# ---- seq_det_ctrl ----
==> seq_det_ctrl/m2.png <==
Drawn at 4 px/um.
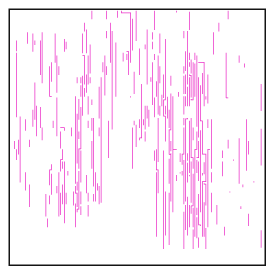

## src/rtl/seq_det_ctrl.sv

```systemverilog
// Serial sequence-detector controller: programmable pattern, IDLE/ARMED gating,
// sliding bit history, match counter with sticky wrap flag and hex 7-segment readout.
module seq_det_ctrl #(
    parameter int unsigned PAT_LEN = 4,
    parameter int unsigned CNT_W   = 4,
    parameter bit          OVERLAP = 1'b1
) (
    input  logic             clk,
    input  logic             rst_n,
    input  logic             ena,
    input  logic             cfg_load,
    input  logic [7:0]       cfg_pattern,
    input  logic             bit_valid,
    input  logic             bit_in,
    input  logic             clr,
    output logic             armed,
    output logic             det_pulse,
    output logic [CNT_W-1:0] match_cnt,
    output logic             ovf,
    output logic [6:0]       seg
);
    localparam int unsigned      FillW    = $clog2(PAT_LEN + 1);
    localparam logic [FillW-1:0] FillFull = FillW'(PAT_LEN);

    typedef enum logic [0:0] {StIdle, StArmed} state_e;

    state_e             state_q;
    logic [PAT_LEN-1:0] pattern_q;
    logic [PAT_LEN-1:0] hist_q;
    logic [FillW-1:0]   fill_q;

    logic [PAT_LEN-1:0] hist_n;
    logic [FillW-1:0]   fill_n;
    logic               shift_en;
    logic               match;
    logic [3:0]         cnt_hex;

    // cfg_load takes priority over a same-cycle bit, so the bit is simply not shifted.
    always_comb begin
        hist_n   = {hist_q[PAT_LEN-2:0], bit_in};
        fill_n   = (fill_q == FillFull) ? fill_q : fill_q + FillW'(1);
        shift_en = ena && (state_q == StArmed) && bit_valid && !cfg_load;
        match    = shift_en && (fill_n == FillFull) && (hist_n == pattern_q);
    end

    always_ff @(posedge clk or negedge rst_n) begin
        if (!rst_n) begin
            state_q   <= StIdle;
            pattern_q <= '0;
            hist_q    <= '0;
            fill_q    <= '0;
            armed     <= 1'b0;
            det_pulse <= 1'b0;
            match_cnt <= '0;
            ovf       <= 1'b0;
        end else begin
            det_pulse <= 1'b0;
            if (ena) begin
                if (cfg_load) begin
                    pattern_q <= cfg_pattern[PAT_LEN-1:0];
                    hist_q    <= '0;
                    fill_q    <= '0;
                    state_q   <= StArmed;
                    armed     <= 1'b1;
                end else if (shift_en) begin
                    if (match && !OVERLAP) begin
                        hist_q <= '0;
                        fill_q <= '0;
                    end else begin
                        hist_q <= hist_n;
                        fill_q <= fill_n;
                    end
                end

                if (match) begin
                    det_pulse <= 1'b1;
                    match_cnt <= match_cnt + CNT_W'(1);
                    if (&match_cnt) begin
                        ovf <= 1'b1;
                    end
                end

                // Clear overrides a coincident increment; the pulse above still fires.
                if (clr) begin
                    match_cnt <= '0;
                    ovf       <= 1'b0;
                end
            end
        end
    end

    assign cnt_hex = 4'(match_cnt);

    always_comb begin
        seg = 7'h00;
        unique case (cnt_hex)
            4'h0: seg = 7'h3F;
            4'h1: seg = 7'h06;
            4'h2: seg = 7'h5B;
            4'h3: seg = 7'h4F;
            4'h4: seg = 7'h66;
            4'h5: seg = 7'h6D;
            4'h6: seg = 7'h7D;
            4'h7: seg = 7'h07;
            4'h8: seg = 7'h7F;
            4'h9: seg = 7'h6F;
            4'hA: seg = 7'h77;
            4'hB: seg = 7'h7C;
            4'hC: seg = 7'h39;
            4'hD: seg = 7'h5E;
            4'hE: seg = 7'h79;
            4'hF: seg = 7'h71;
        endcase
    end

endmodule

```

## config.mk

```make
export PLATFORM = sky130hd
export DESIGN_NAME = seq_det_ctrl
export DESIGN_NICKNAME = d
export VERILOG_FILES = /design/src/rtl/seq_det_ctrl.sv
export SDC_FILE = /design/constraint.sdc
export NUM_CORES = 1
export LEC_CHECK = 0
export ABC_AREA = 1
export CAP_MARGIN = 15
export CORE_UTILIZATION = 30
export CTS_CLUSTER_DIAMETER = 60
export DETAILED_ROUTE_END_ITERATION = 12
export PLACE_DENSITY_LB_ADDON = 0.05
export SLEW_MARGIN = 10
export SYNTH_ARGS = -nofsm -noshare
export SYNTH_HDL_FRONTEND = slang
export SYNTH_SLANG_ARGS = --single-unit
```

## constraint.sdc

```tcl
create_clock -name clk -period 2 [get_ports clk]
set_input_delay 0.6 -clock clk [delete_from_list [all_inputs] [get_ports clk]]
set_output_delay 0.6 -clock clk [all_outputs]
set_load 0.05 [all_outputs]
```

# ---- fp16_align_unit ----
==> src/rtl/fp16_pkg.sv <==
`default_nettype none
// ============================================================================
// Module   : fp16_pkg
// Purpose  : Shared FP16 field widths, constants, alignment FSM state type and
//            the effective-exponent helper used by the alignment stage.
// Revision : 1.0  initial release
// ============================================================================
package fp16_pkg;

  localparam int EXP_W = 5;
  localparam int MAN_W = 10;
  localparam int GRS_W = 3;
  localparam int SIG_W = 14;

  localparam logic [EXP_W-1:0] EXP_MAX = 5'd31;

  typedef enum logic [1:0] {
    IDLE  = 2'd0,
    CMP   = 2'd1,
    SHIFT = 2'd2,
    DONE  = 2'd3
  } state_t;

  // Subnormals (exponent field 0) behave as if their exponent were 1.
  function automatic logic [EXP_W-1:0] eff_exp(input logic [EXP_W-1:0] e);
    return (e == '0) ? 5'd1 : e;
  endfunction

endpackage
`default_nettype wire

==> src/rtl/fp16_mag_compare.sv <==
`default_nettype none
// ============================================================================
// Module   : fp16_mag_compare
// Purpose  : Combinational {exp,man} magnitude comparator. Reports whether A is
//            greater than or equal to B and the effective-exponent difference
//            (big minus small, always non-negative).
// Ports    : i_a_exp/i_a_man, i_b_exp/i_b_man  operand fields
//            o_a_ge_b                          A >= B by magnitude
//            o_exp_diff                        eff_exp(big) - eff_exp(small)
// Revision : 1.0  initial release
// ============================================================================
module fp16_mag_compare
  import fp16_pkg::*;
(
  input  logic [EXP_W-1:0] i_a_exp,
  input  logic [MAN_W-1:0] i_a_man,
  input  logic [EXP_W-1:0] i_b_exp,
  input  logic [MAN_W-1:0] i_b_man,
  output logic             o_a_ge_b,
  output logic [EXP_W-1:0] o_exp_diff
);

  logic [EXP_W-1:0] w_a_eff;
  logic [EXP_W-1:0] w_b_eff;

  assign w_a_eff  = eff_exp(i_a_exp);
  assign w_b_eff  = eff_exp(i_b_exp);
  assign o_a_ge_b = ({i_a_exp, i_a_man} >= {i_b_exp, i_b_man});

  // The {exp,man} ordering implies eff_exp ordering, so this never wraps.
  assign o_exp_diff = o_a_ge_b ? (w_a_eff - w_b_eff) : (w_b_eff - w_a_eff);

endmodule
`default_nettype wire

==> src/rtl/fp16_align_unit.sv <==
`default_nettype none
// ============================================================================
// Module   : fp16_align_unit
// Purpose  : Sequential operand alignment for the FP16 adder. Latches an
//            operand pair, selects the larger magnitude, then right-shifts the
//            smaller significand one bit per cycle while folding shifted-out
//            bits into a sticky bit.
// Ports    : clk, reset                 clock, sync active-high reset
//            in_valid/in_ready, a, b    operand handshake (ready only in IDLE)
//            out_valid/out_ready        result handshake (valid only in DONE)
//            sign_big, sign_small, exp_big, sig_big, sig_small,
//            swapped, eff_sub, special  aligned result fields
// Revision : 1.0  initial release
// ============================================================================
module fp16_align_unit
  import fp16_pkg::*;
#(
  parameter int SIG_W     = 14,
  parameter int MAX_SHIFT = 14
) (
  input  logic             clk,
  input  logic             reset,
  input  logic             in_valid,
  output logic             in_ready,
  input  logic [15:0]      a,
  input  logic [15:0]      b,
  output logic             out_valid,
  input  logic             out_ready,
  output logic             sign_big,
  output logic             sign_small,
  output logic [4:0]       exp_big,
  output logic [SIG_W-1:0] sig_big,
  output logic [SIG_W-1:0] sig_small,
  output logic             swapped,
  output logic             eff_sub,
  output logic             special
);

  localparam logic [EXP_W-1:0] c_max_shift = EXP_W'(MAX_SHIFT);

  state_t           r_state;
  state_t           w_state_nxt;
  logic [15:0]      r_a;
  logic [15:0]      r_b;
  logic [4:0]       r_cnt;
  logic             r_sign_big;
  logic             r_sign_small;
  logic [4:0]       r_exp_big;
  logic [SIG_W-1:0] r_sig_big;
  logic [SIG_W-1:0] r_sig_small;
  logic             r_swapped;
  logic             r_special;

  logic             w_a_ge_b;
  logic [EXP_W-1:0] w_exp_diff;
  logic [SIG_W-1:0] w_sig_a;
  logic [SIG_W-1:0] w_sig_b;
  logic [SIG_W-1:0] w_sig_small_raw;
  logic             w_special;
  logic             w_collapse;
  logic             w_cmp_done;

  fp16_mag_compare u_cmp (
    .i_a_exp   (r_a[14:10]),
    .i_a_man   (r_a[9:0]),
    .i_b_exp   (r_b[14:10]),
    .i_b_man   (r_b[9:0]),
    .o_a_ge_b  (w_a_ge_b),
    .o_exp_diff(w_exp_diff)
  );

  assign w_sig_a = {(r_a[14:10] != '0), r_a[9:0], {GRS_W{1'b0}}};
  assign w_sig_b = {(r_b[14:10] != '0), r_b[9:0], {GRS_W{1'b0}}};
  assign w_sig_small_raw = w_a_ge_b ? w_sig_b : w_sig_a;

  assign w_special  = (r_a[14:10] == EXP_MAX) | (r_b[14:10] == EXP_MAX);
  assign w_collapse = (w_exp_diff >= c_max_shift);
  // Any of these finishes alignment straight from CMP with no shifting.
  assign w_cmp_done = w_special | w_collapse | (w_exp_diff == '0);

  // State register
  always_ff @(posedge clk) begin
    if (reset) begin
      r_state <= IDLE;
    end else begin
      r_state <= w_state_nxt;
    end
  end

  // Next-state logic
  always_comb begin
    w_state_nxt = r_state;
    case (r_state)
      IDLE:    if (in_valid)       w_state_nxt = CMP;
      CMP:     w_state_nxt = w_cmp_done ? DONE : SHIFT;
      SHIFT:   if (r_cnt == 5'd1)  w_state_nxt = DONE;
      DONE:    if (out_ready)      w_state_nxt = IDLE;
      default: w_state_nxt = IDLE;
    endcase
  end

  // Datapath: result registers only change in CMP/SHIFT, so DONE holds them.
  always_ff @(posedge clk) begin
    if (reset) begin
      r_a          <= '0;
      r_b          <= '0;
      r_cnt        <= '0;
      r_sign_big   <= 1'b0;
      r_sign_small <= 1'b0;
      r_exp_big    <= '0;
      r_sig_big    <= '0;
      r_sig_small  <= '0;
      r_swapped    <= 1'b0;
      r_special    <= 1'b0;
    end else begin
      case (r_state)
        IDLE: begin
          if (in_valid) begin
            r_a <= a;
            r_b <= b;
          end
        end
        CMP: begin
          r_swapped    <= ~w_a_ge_b;
          r_sign_big   <= w_a_ge_b ? r_a[15] : r_b[15];
          r_sign_small <= w_a_ge_b ? r_b[15] : r_a[15];
          r_exp_big    <= w_a_ge_b ? eff_exp(r_a[14:10]) : eff_exp(r_b[14:10]);
          r_sig_big    <= w_a_ge_b ? w_sig_a : w_sig_b;
          r_special    <= w_special;
          if (!w_special && w_collapse) begin
            r_sig_small <= {{(SIG_W-1){1'b0}}, |w_sig_small_raw};
          end else begin
            r_sig_small <= w_sig_small_raw;
          end
          r_cnt <= w_cmp_done ? 5'd0 : w_exp_diff;
        end
        SHIFT: begin
          // Logical shift right by one, with bit 0 accumulating sticky.
          r_sig_small <= {1'b0, r_sig_small[SIG_W-1:2], r_sig_small[1] | r_sig_small[0]};
          r_cnt       <= r_cnt - 5'd1;
        end
        default: begin
        end
      endcase
    end
  end

  assign in_ready   = (r_state == IDLE);
  assign out_valid  = (r_state == DONE);
  assign sign_big   = r_sign_big;
  assign sign_small = r_sign_small;
  assign exp_big    = r_exp_big;
  assign sig_big    = r_sig_big;
  assign sig_small  = r_sig_small;
  assign swapped    = r_swapped;
  assign eff_sub    = r_sign_big ^ r_sign_small;
  assign special    = r_special;

endmodule
`default_nettype wire

==> config.mk <==
export PLATFORM = sky130hd
export DESIGN_NAME = fp16_align_unit
export DESIGN_NICKNAME = d
export VERILOG_FILES = /design/src/rtl/fp16_pkg.sv /design/src/rtl/fp16_mag_compare.sv /design/src/rtl/fp16_align_unit.sv
export SDC_FILE = /design/constraint.sdc
export NUM_CORES = 1
export LEC_CHECK = 0
export CORE_AREA = 2 2 111 113
export CTS_BUF_LIST = sky130_fd_sc_hd__clkbuf_4 sky130_fd_sc_hd__clkbuf_8
export DETAILED_ROUTE_END_ITERATION = 12
export DIE_AREA = 0 0 113 115
export HOLD_SLACK_MARGIN = 0.12
export PLACE_DENSITY = 0.69
export SLEW_MARGIN = 0
export SYNTH_ARGS = -nofsm -noshare
export SYNTH_HDL_FRONTEND = slang
export SYNTH_SLANG_ARGS = --single-unit
==> constraint.sdc <==
create_clock -name clk -period 3.2 [get_ports clk]
set_input_delay 0.48 -clock clk [delete_from_list [all_inputs] [get_ports clk]]
set_output_delay 0.48 -clock clk [all_outputs]
set_load 0.01 [all_outputs]
==> fp16_align_unit/clock_nets.png <==
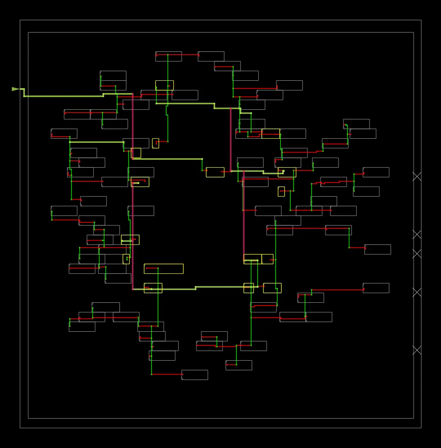
Clock Power: 721 uW
Flops: 73

==> changes_impl.md, fp16_align_unit <==
## Flow update

- Placed cell area: 4940 um^2
- CLK BUF: 9
- Top Layout Cells: 81 x nand2_1, 74 x a21oi_1, 71 x clkdlybuf4s50_1
- Sequential power share: 0.282
- Fin cells: 739
- Worst-path maximum fanout: 11
- Clk latency late pin: 0.36 ns
- Flop2flop setup slack: approximately 0.22 ns
- Fillcell total: approximately 1,200
- Flop area: approximately 1500 um^2
- Inverter count: 35
- Placement Rows: roughly 40
- Flop+latch power: 1.34 mW
- RR Endpoint: sig_small[13]$_SDFFE_PP0P_
- Max transition margin: 0.254
- Grt total ovfl: 0
- Leading power group: combinational cells
- Leakage: 1.94 nW
- CTS tree: built
- Core Region: approximately 12,000 um^2
- Fin. max-slew vios: 0
- Drt pass-1 iters: 9
- DRC Markers: 5
- Most common cell in the netlist: nand2_1
- Final worst path period share: 0.933
- Complex Gates by Area: 0.223
- CP endpoint: sig_small[13]$_SDFFE_PP0P_
- Ant diodes: 0
- CP Class: register to register
- Failing checks: DRC
- Final Cell Area: between 5000 and 6000 um^2
- Critical path depth: 12
- PnR Total Power: 4.76 mW
- Final wirelength: roughly 11 mm
- CP arrival: approximately 3.3 ns
- Largest class: logic gates
- Top cells by area, synth: dfxtp_1 36%, a21oi_1 9.2%, ha_1 8.6%
- Hold slack: 0.462 ns
- Nets: 653
- GPL Wtd Cong: 0.905
- Status: complete, but fails checks
## fp16_align_unit: layer usage
layer,track usage,up-vias,wire length [um]
met1,0.233,1707,5200
met2,0.256,97,4640
met3,0.0322,15,651
li1,-,1915,-
met4,0.0488,0,160
met5,0,-,0
## fp16_align_unit: timing repair
action | 4_1_cts | 5_1_grt
resized | 0 | 9
setup endpoints to repair | 0 | 15
setup buffers | 0 | 1
## fp16_align_unit: registers in the layout (all words and copies together), names as in the netlist
name	flops
exp_big	5
r_a	16
r_b	16
r_cnt	5
r_state	2
sig_big	11
sig_small	14
sign_big	1
sign_small	1
special	1
swapped	1
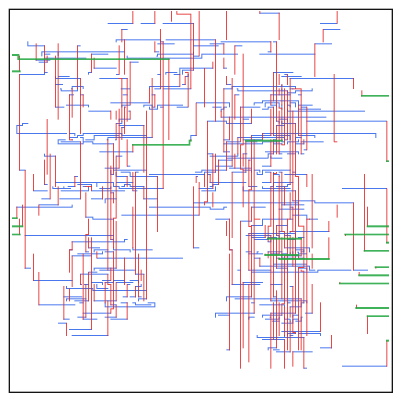
(seq_det_ctrl/layers.png)
Drawn at 6 px/um.
color	layer	wire length
red	M2	1,510 um
green	M3	110 um
blue	M1	1,210 um

Notes on seq_det_ctrl/m2.png above:
main direction	vertical
nets with wire on the layer	173
longest straight run	31.3 um
wire length on this layer	1,510 um
share of all routed wire	53%

==> changes_impl.md, seq_det_ctrl <==
## Flow update

- Status: complete, but fails checks
- Failing checks: setup timing
- DP Cell Count: between 200 and 250
- Flop2flop setup slack: 0.40 ns
- Final ANT Viol Nets: 0
- Fin. max-slew vios: 0
- H-tree depth: 1
- Setup Skew: 0.00301 ns
- Clock Power: about 250 uW
- Met3 Use GR: 0.0362
- PnR Total Power: 1.03 mW
- I/O Pins: 29
- Synth Seq Share: 0.374
- Hold Path Depth: 2
- Power Density: between 500 and 600 nW/um^2
- Metal2 WL: 1.51 mm
- MaxCap Viol Count: 0
- Wire per inst: 11.8 um
- CP peak stage delay: roughly 0.52 ns
- Top cell area share: 0.374
- # hold bufs at CTS: 0
- Layout area overhead: 58.6%
- # Cells Yosys: 152
- CP cell instances: inv_4, ha_4, a21oi_2, o21ai_0, o21a_2, buf_6
- HP Class: register to register
- Final hold violation count: 0
- Syn avg cell area: between 7 and 8 um^2
- Leading power group: combinational cells
- Grt total ovfl: 0
- Die area: 4050 um^2
- Global routing usage on met1: 0.160
- Layout cells sized above 1: 0.340
- GRT met2 Usage: 0.281
- Clk latency late pin: roughly 0.25 ns
- Final setup viols: 7
- Final Cell Area: 1810 um^2
- First-pass GRT wire length: 4.80 mm
- Final critical-path setup slack: -0.198 ns
- Async SR Flop Fraction: 1.00
- Dominant Register Cell: dfrtp_1
- RR Endpoint: match_cnt[3]$_DFFE_PN0P_
- Global route hottest layer: met2
- Worst-path maximum fanout: 4
- Post-Syn Instances: 152
- Chip area line of the yosys report: 1140 um^2
- Logic gate share of total power: 0.379
-- seq_det_ctrl: final cells by class --
type                       instances  area share
multi-input combinational        107       0.410
sequential                        17       0.241
timing repair buffer              36       0.225
inverter                          27      0.0644
tap                               48      0.0333
clock buffer                       3      0.0229
clock inverter                     1     0.00277
-- seq_det_ctrl: kinds of logic (layout without fill, tap and decap cells) --
| logic type | Yosys count | after routing | synth area share |
|---|---|---|---|
| fa+ha+maj | 10 | 10 | 0.110 |
| flops | 17 | 17 | 0.374 |
| simple gates | 77 | 77 | 0.320 |
| buf+inv | 28 | 67 | 0.0934 |
| compound gates | 20 | 20 | 0.103 |

# ---- ysyx_23060236_scoreboard_rf ----
**src/rtl/ysyx_23060236_scoreboard_rf_pkg.sv**
```systemverilog
// Shared defaults for the scoreboarded register file: register-array
// geometry, pending-write counter width and the index of the a0 register
// that drives the return_value port.
package ysyx_23060236_scoreboard_rf_pkg;

    // Register address width: 2**YSYX_ADDR_WIDTH architectural registers.
    localparam int YSYX_ADDR_WIDTH = 4;

    // Width of one architectural register.
    localparam int YSYX_DATA_WIDTH = 32;

    // Pending-write counter width: up to 2**YSYX_CNT_WIDTH-1 in-flight
    // writes per register.
    localparam int YSYX_CNT_WIDTH = 2;

    // a0 is the ABI return-value register; the simulation environment
    // watches it through return_value.
    localparam int YSYX_A0_INDEX = 10;

    // Number of registers for a given address width.
    function automatic int num_regs(input int addr_width);
        return 1 << addr_width;
    endfunction

endpackage

```
**src/rtl/ysyx_23060236_scoreboard_rf_scoreboard.sv**
```systemverilog
// Pending-write scoreboard: one saturating counter per architectural
// register. An accepted issue increments, a committing writeback decrements,
// flush clears everything. Also produces the issue-side back-pressure and
// the per-read-port busy flags.
module ysyx_23060236_scoreboard
    import ysyx_23060236_scoreboard_rf_pkg::*;
#(
    parameter int ADDR_WIDTH = YSYX_ADDR_WIDTH,
    parameter int CNT_WIDTH  = YSYX_CNT_WIDTH
) (
    input  logic                  clock,
    input  logic                  reset,
    input  logic                  iss_valid,
    input  logic [ADDR_WIDTH-1:0] iss_rd,
    output logic                  iss_ready,
    input  logic                  wb_fire,
    input  logic [ADDR_WIDTH-1:0] wb_addr,
    input  logic                  flush,
    input  logic [ADDR_WIDTH-1:0] raddr1,
    input  logic [ADDR_WIDTH-1:0] raddr2,
    output logic                  rbusy1,
    output logic                  rbusy2
);

    localparam int                   NREG    = num_regs(ADDR_WIDTH);
    localparam logic [CNT_WIDTH-1:0] CNT_MAX = '1;

    logic [CNT_WIDTH-1:0] cnt [NREG];
    logic [NREG-1:0]      inc_vec;
    logic [NREG-1:0]      dec_vec;
    logic                 iss_fire;
    logic                 wb_hit1;
    logic                 wb_hit2;

    // Issue acceptance: stall only when the destination counter is full.
    // A writeback to the same register this cycle does not relieve the stall.
    always_comb begin
        iss_ready = 1'b1;
        if ((iss_rd != '0) && (cnt[iss_rd] == CNT_MAX)) begin
            iss_ready = 1'b0;
        end
        iss_fire = iss_valid & iss_ready & (iss_rd != '0) & ~flush;
    end

    // One-hot increment/decrement requests per register; x0 is never tracked.
    always_comb begin
        // NOTE: every combinational output gets a default before any
        // conditional assignment, so no path leaves it unassigned (no latch).
        inc_vec = '0;
        dec_vec = '0;
        for (int r = 1; r < NREG; r++) begin
            inc_vec[r] = iss_fire & (iss_rd == ADDR_WIDTH'(r));
            dec_vec[r] = wb_fire & (wb_addr == ADDR_WIDTH'(r));
        end
    end

    // Counter update: reset and flush clear all; issue and writeback to the
    // same register cancel; a decrement of an idle counter is ignored.
    always_ff @(posedge clock) begin
        // NOTE: state is updated with non-blocking assignments so every
        // counter sees the pre-edge values of its neighbours and inputs.
        if (reset || flush) begin
            for (int r = 0; r < NREG; r++) begin
                cnt[r] <= '0;
            end
        end else begin
            for (int r = 1; r < NREG; r++) begin
                if (inc_vec[r] && !dec_vec[r]) begin
                    cnt[r] <= cnt[r] + 1'b1;
                end else if (dec_vec[r] && !inc_vec[r] && (cnt[r] != '0)) begin
                    cnt[r] <= cnt[r] - 1'b1;
                end
            end
        end
    end

    // Busy flags: a register is busy if writes remain pending after the
    // writeback committing this cycle has been accounted for.
    always_comb begin
        wb_hit1 = wb_fire & (wb_addr == raddr1);
        wb_hit2 = wb_fire & (wb_addr == raddr2);
        rbusy1  = (raddr1 != '0) & (cnt[raddr1] > CNT_WIDTH'(wb_hit1));
        rbusy2  = (raddr2 != '0) & (cnt[raddr2] > CNT_WIDTH'(wb_hit2));
    end

endmodule

```
**src/rtl/ysyx_23060236_scoreboard_rf.sv**
```systemverilog
// Scoreboarded register file: 2-read/1-write register array with x0
// hard-wired to zero, same-cycle writeback bypass on both read ports, and a
// pending-write scoreboard that flags reads of registers still in flight.
module ysyx_23060236_scoreboard_rf
    import ysyx_23060236_scoreboard_rf_pkg::*;
#(
    parameter int ADDR_WIDTH = YSYX_ADDR_WIDTH,
    parameter int DATA_WIDTH = YSYX_DATA_WIDTH,
    parameter int CNT_WIDTH  = YSYX_CNT_WIDTH
) (
    input  logic                  clock,
    input  logic                  reset,
    input  logic                  iss_valid,
    input  logic [ADDR_WIDTH-1:0] iss_rd,
    output logic                  iss_ready,
    input  logic                  wb_valid,
    input  logic                  wb_wen,
    input  logic [ADDR_WIDTH-1:0] wb_addr,
    input  logic [DATA_WIDTH-1:0] wb_data,
    input  logic                  flush,
    input  logic [ADDR_WIDTH-1:0] raddr1,
    input  logic [ADDR_WIDTH-1:0] raddr2,
    output logic [DATA_WIDTH-1:0] rdata1,
    output logic [DATA_WIDTH-1:0] rdata2,
    output logic                  rbusy1,
    output logic                  rbusy2,
    output logic [DATA_WIDTH-1:0] return_value
);

    localparam int                    NREG    = num_regs(ADDR_WIDTH);
    localparam logic [ADDR_WIDTH-1:0] A0_ADDR = ADDR_WIDTH'(YSYX_A0_INDEX);

    logic [DATA_WIDTH-1:0] rf [NREG];
    logic                  wb_fire;

    // A writeback commits only when it writes a register other than x0.
    assign wb_fire = wb_valid & wb_wen & (wb_addr != '0);

    // Register array write; x0 is never stored.
    always_ff @(posedge clock) begin
        // NOTE: this array is cleared on reset because software-visible
        // registers must start at zero; a pure storage RAM would skip it.
        if (reset) begin
            for (int r = 0; r < NREG; r++) begin
                rf[r] <= '0;
            end
        end else if (wb_fire) begin
            rf[wb_addr] <= wb_data;
        end
    end

    // Read ports: x0 reads zero, a same-cycle writeback is forwarded,
    // otherwise the stored value is returned.
    always_comb begin
        if (raddr1 == '0) begin
            rdata1 = '0;
        end else if (wb_fire && (wb_addr == raddr1)) begin
            rdata1 = wb_data;
        end else begin
            rdata1 = rf[raddr1];
        end

        if (raddr2 == '0) begin
            rdata2 = '0;
        end else if (wb_fire && (wb_addr == raddr2)) begin
            rdata2 = wb_data;
        end else begin
            rdata2 = rf[raddr2];
        end
    end

    // a0 as stored, without bypass: it changes one cycle after the write.
    assign return_value = rf[A0_ADDR];

    ysyx_23060236_scoreboard #(
        .ADDR_WIDTH (ADDR_WIDTH),
        .CNT_WIDTH  (CNT_WIDTH)
    ) u_scoreboard (
        .clock     (clock),
        .reset     (reset),
        .iss_valid (iss_valid),
        .iss_rd    (iss_rd),
        .iss_ready (iss_ready),
        .wb_fire   (wb_fire),
        .wb_addr   (wb_addr),
        .flush     (flush),
        .raddr1    (raddr1),
        .raddr2    (raddr2),
        .rbusy1    (rbusy1),
        .rbusy2    (rbusy2)
    );

endmodule

```
**config.mk**
```make
export PLATFORM = sky130hd
export DESIGN_NAME = ysyx_23060236_scoreboard_rf
export DESIGN_NICKNAME = d
export VERILOG_FILES = /design/src/rtl/ysyx_23060236_scoreboard_rf_pkg.sv /design/src/rtl/ysyx_23060236_scoreboard_rf_scoreboard.sv /design/src/rtl/ysyx_23060236_scoreboard_rf.sv
export SDC_FILE = /design/constraint.sdc
export NUM_CORES = 1
export LEC_CHECK = 0
export ABC_AREA = 0
export CORE_MARGIN = 1.5
export CORE_UTILIZATION = 50
export DETAILED_ROUTE_END_ITERATION = 7
export GPL_TIMING_DRIVEN = 0
export PLACE_DENSITY = 0.8
export SYNTH_ARGS = -nofsm -noshare
export SYNTH_HDL_FRONTEND = slang
export SYNTH_SLANG_ARGS = --single-unit
```
**constraint.sdc**
```tcl
create_clock -name clock -period 4.5 [get_ports clock]
set_input_delay 0.9 -clock clock [delete_from_list [all_inputs] [get_ports clock]]
set_output_delay 0.9 -clock clock [all_outputs]
set_load 0.05 [all_outputs]
```
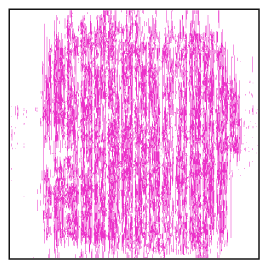
(ysyx_23060236_scoreboard_rf/m2.png)
Drawn at 1 px/um.
share of all routed wire	47%
wire length on this layer	46.3 mm
main direction	vertical
GRT met2 Usage: 0.508
Vias: 21,623
final wirelength: 98.0 mm

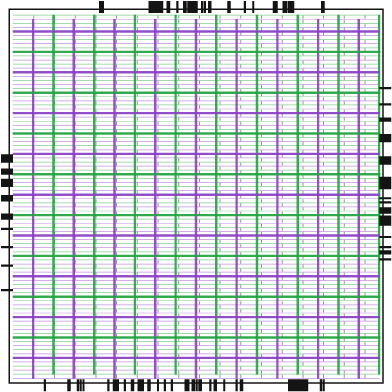
(ysyx_23060236_scoreboard_rf/floorplan.png)
Drawn at 1.5 px/um. Pins as bars on the die edge. Tap cells in gray.
color	net
purple	VSS
green	VDD
signal pins	153
met5 straps	17
met1 rails	90
met4 straps	18
tap cells	773
Die Y: 248 um
worst vdd ir: 310 uV
die width: 248 um

## per-layer routing
layer	track usage	vias to the layer above
li1	-	8548
met1	0.389	10781
met2	0.508	1872
met3	0.102	422
met4	0.182	0
met5	0	-
## path summary, 6_finish.rpt
path	endpoint	slack, ns	depth (start not counted)
worst max-delay path	rdata2[1]	-0.07	8
worst min-delay path	u_scoreboard.cnt[4][0]$_SDFFCE_PN0P_	0.69	1
worst max register to register	u_scoreboard.cnt[14][1]$_SDFFCE_PN0P_	2.19	4
worst min register to register	u_scoreboard.cnt[4][0]$_SDFFCE_PN0P_	0.69	1
==> changes_impl.md <==
## Flow update

- Final Cell Area: around 35,000 um^2
- CP cell instances: clkbuf_1, and2_1, clkbuf_1, clkbuf_1, a22oi_1, nand2_1, a22o_1, clkdlybuf4s15_2
- Top flop regs: rf: 512 flops, u_scoreboard.cnt: 30 flops
- Critical Path Most Common Cell: clkbuf_1
- CTS tree: built
- Final worst path period share: 1.01
- Setup_tns: -0.0670 ns
- Failing checks: DRC, setup timing
- Core Region: 59,200 um^2
- Clock-cell share: 0.0518
- Largest class: flip-flops and latches
- Tool warnings: 27
- Final critical-path setup slack: -0.0670 ns
- Inverter count: 4
- DP Wirelength: about 64 mm
- Sequential power share: 0.469
- Complex Gates by Area: 0.0667
- Logic share of the area: 0.374
- Status: complete, but fails checks
- Number of flip-flops under the largest register name: 512
- Crit path DRT: around 3.6 ns
- Hold slack: between 0.6 and 0.7 ns
- DRC Markers: 24
- Power Density: 371 nW/um^2
- EDFF count, synth: 542
- Total CTS buffers: 54
- Largest reg by FF count: rf
- Most common cell in the netlist: edfxtp_1
- Bufs w/o clock: 356
- Syn avg cell area: between 10 and 15 um^2
- Yosys warnings: 0
- Combinational cell power: 2.12 mW
- Logic gate share of total power: 0.164
- Combined area of the multi-input logic cells: 13,000 um^2
- Adder Share, Synth: 0.00191
- CP Class: primary input to output pin
- Setup Skew: 0.00382 ns
- Chip area line of the yosys report: 30,100 um^2
- Crit path buf inv count: 4
- Ant diodes: 2
- Final setup viols: 1
- CTS clk-pin slew, worst paths: 0.06 ns
- Yosys simple share: 0.146


## Gallery

The metal 3 layer.
(a)
Drawn at 4 px/um.
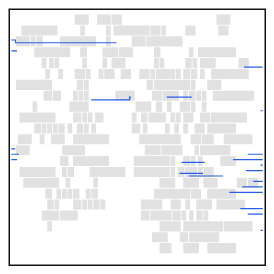
(b)
Drawn at 2 px/um.
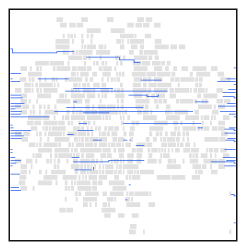
(c)
Drawn at 1 px/um.
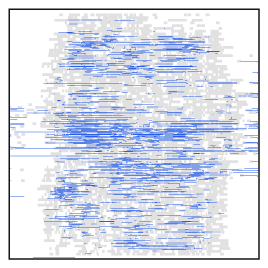
- fp16_align_unit = (b)
- seq_det_ctrl = (a)
- ysyx_23060236_scoreboard_rf = (c)
The one with the smallest die is (a).
The one with the largest die is (c).

Key to (b):
share of all routed wire	6.1%
nets with wire on the layer	67
main direction	horizontal
longest straight run	69.0 um

No activity file was given, so power comes from the tool's default toggle rates.
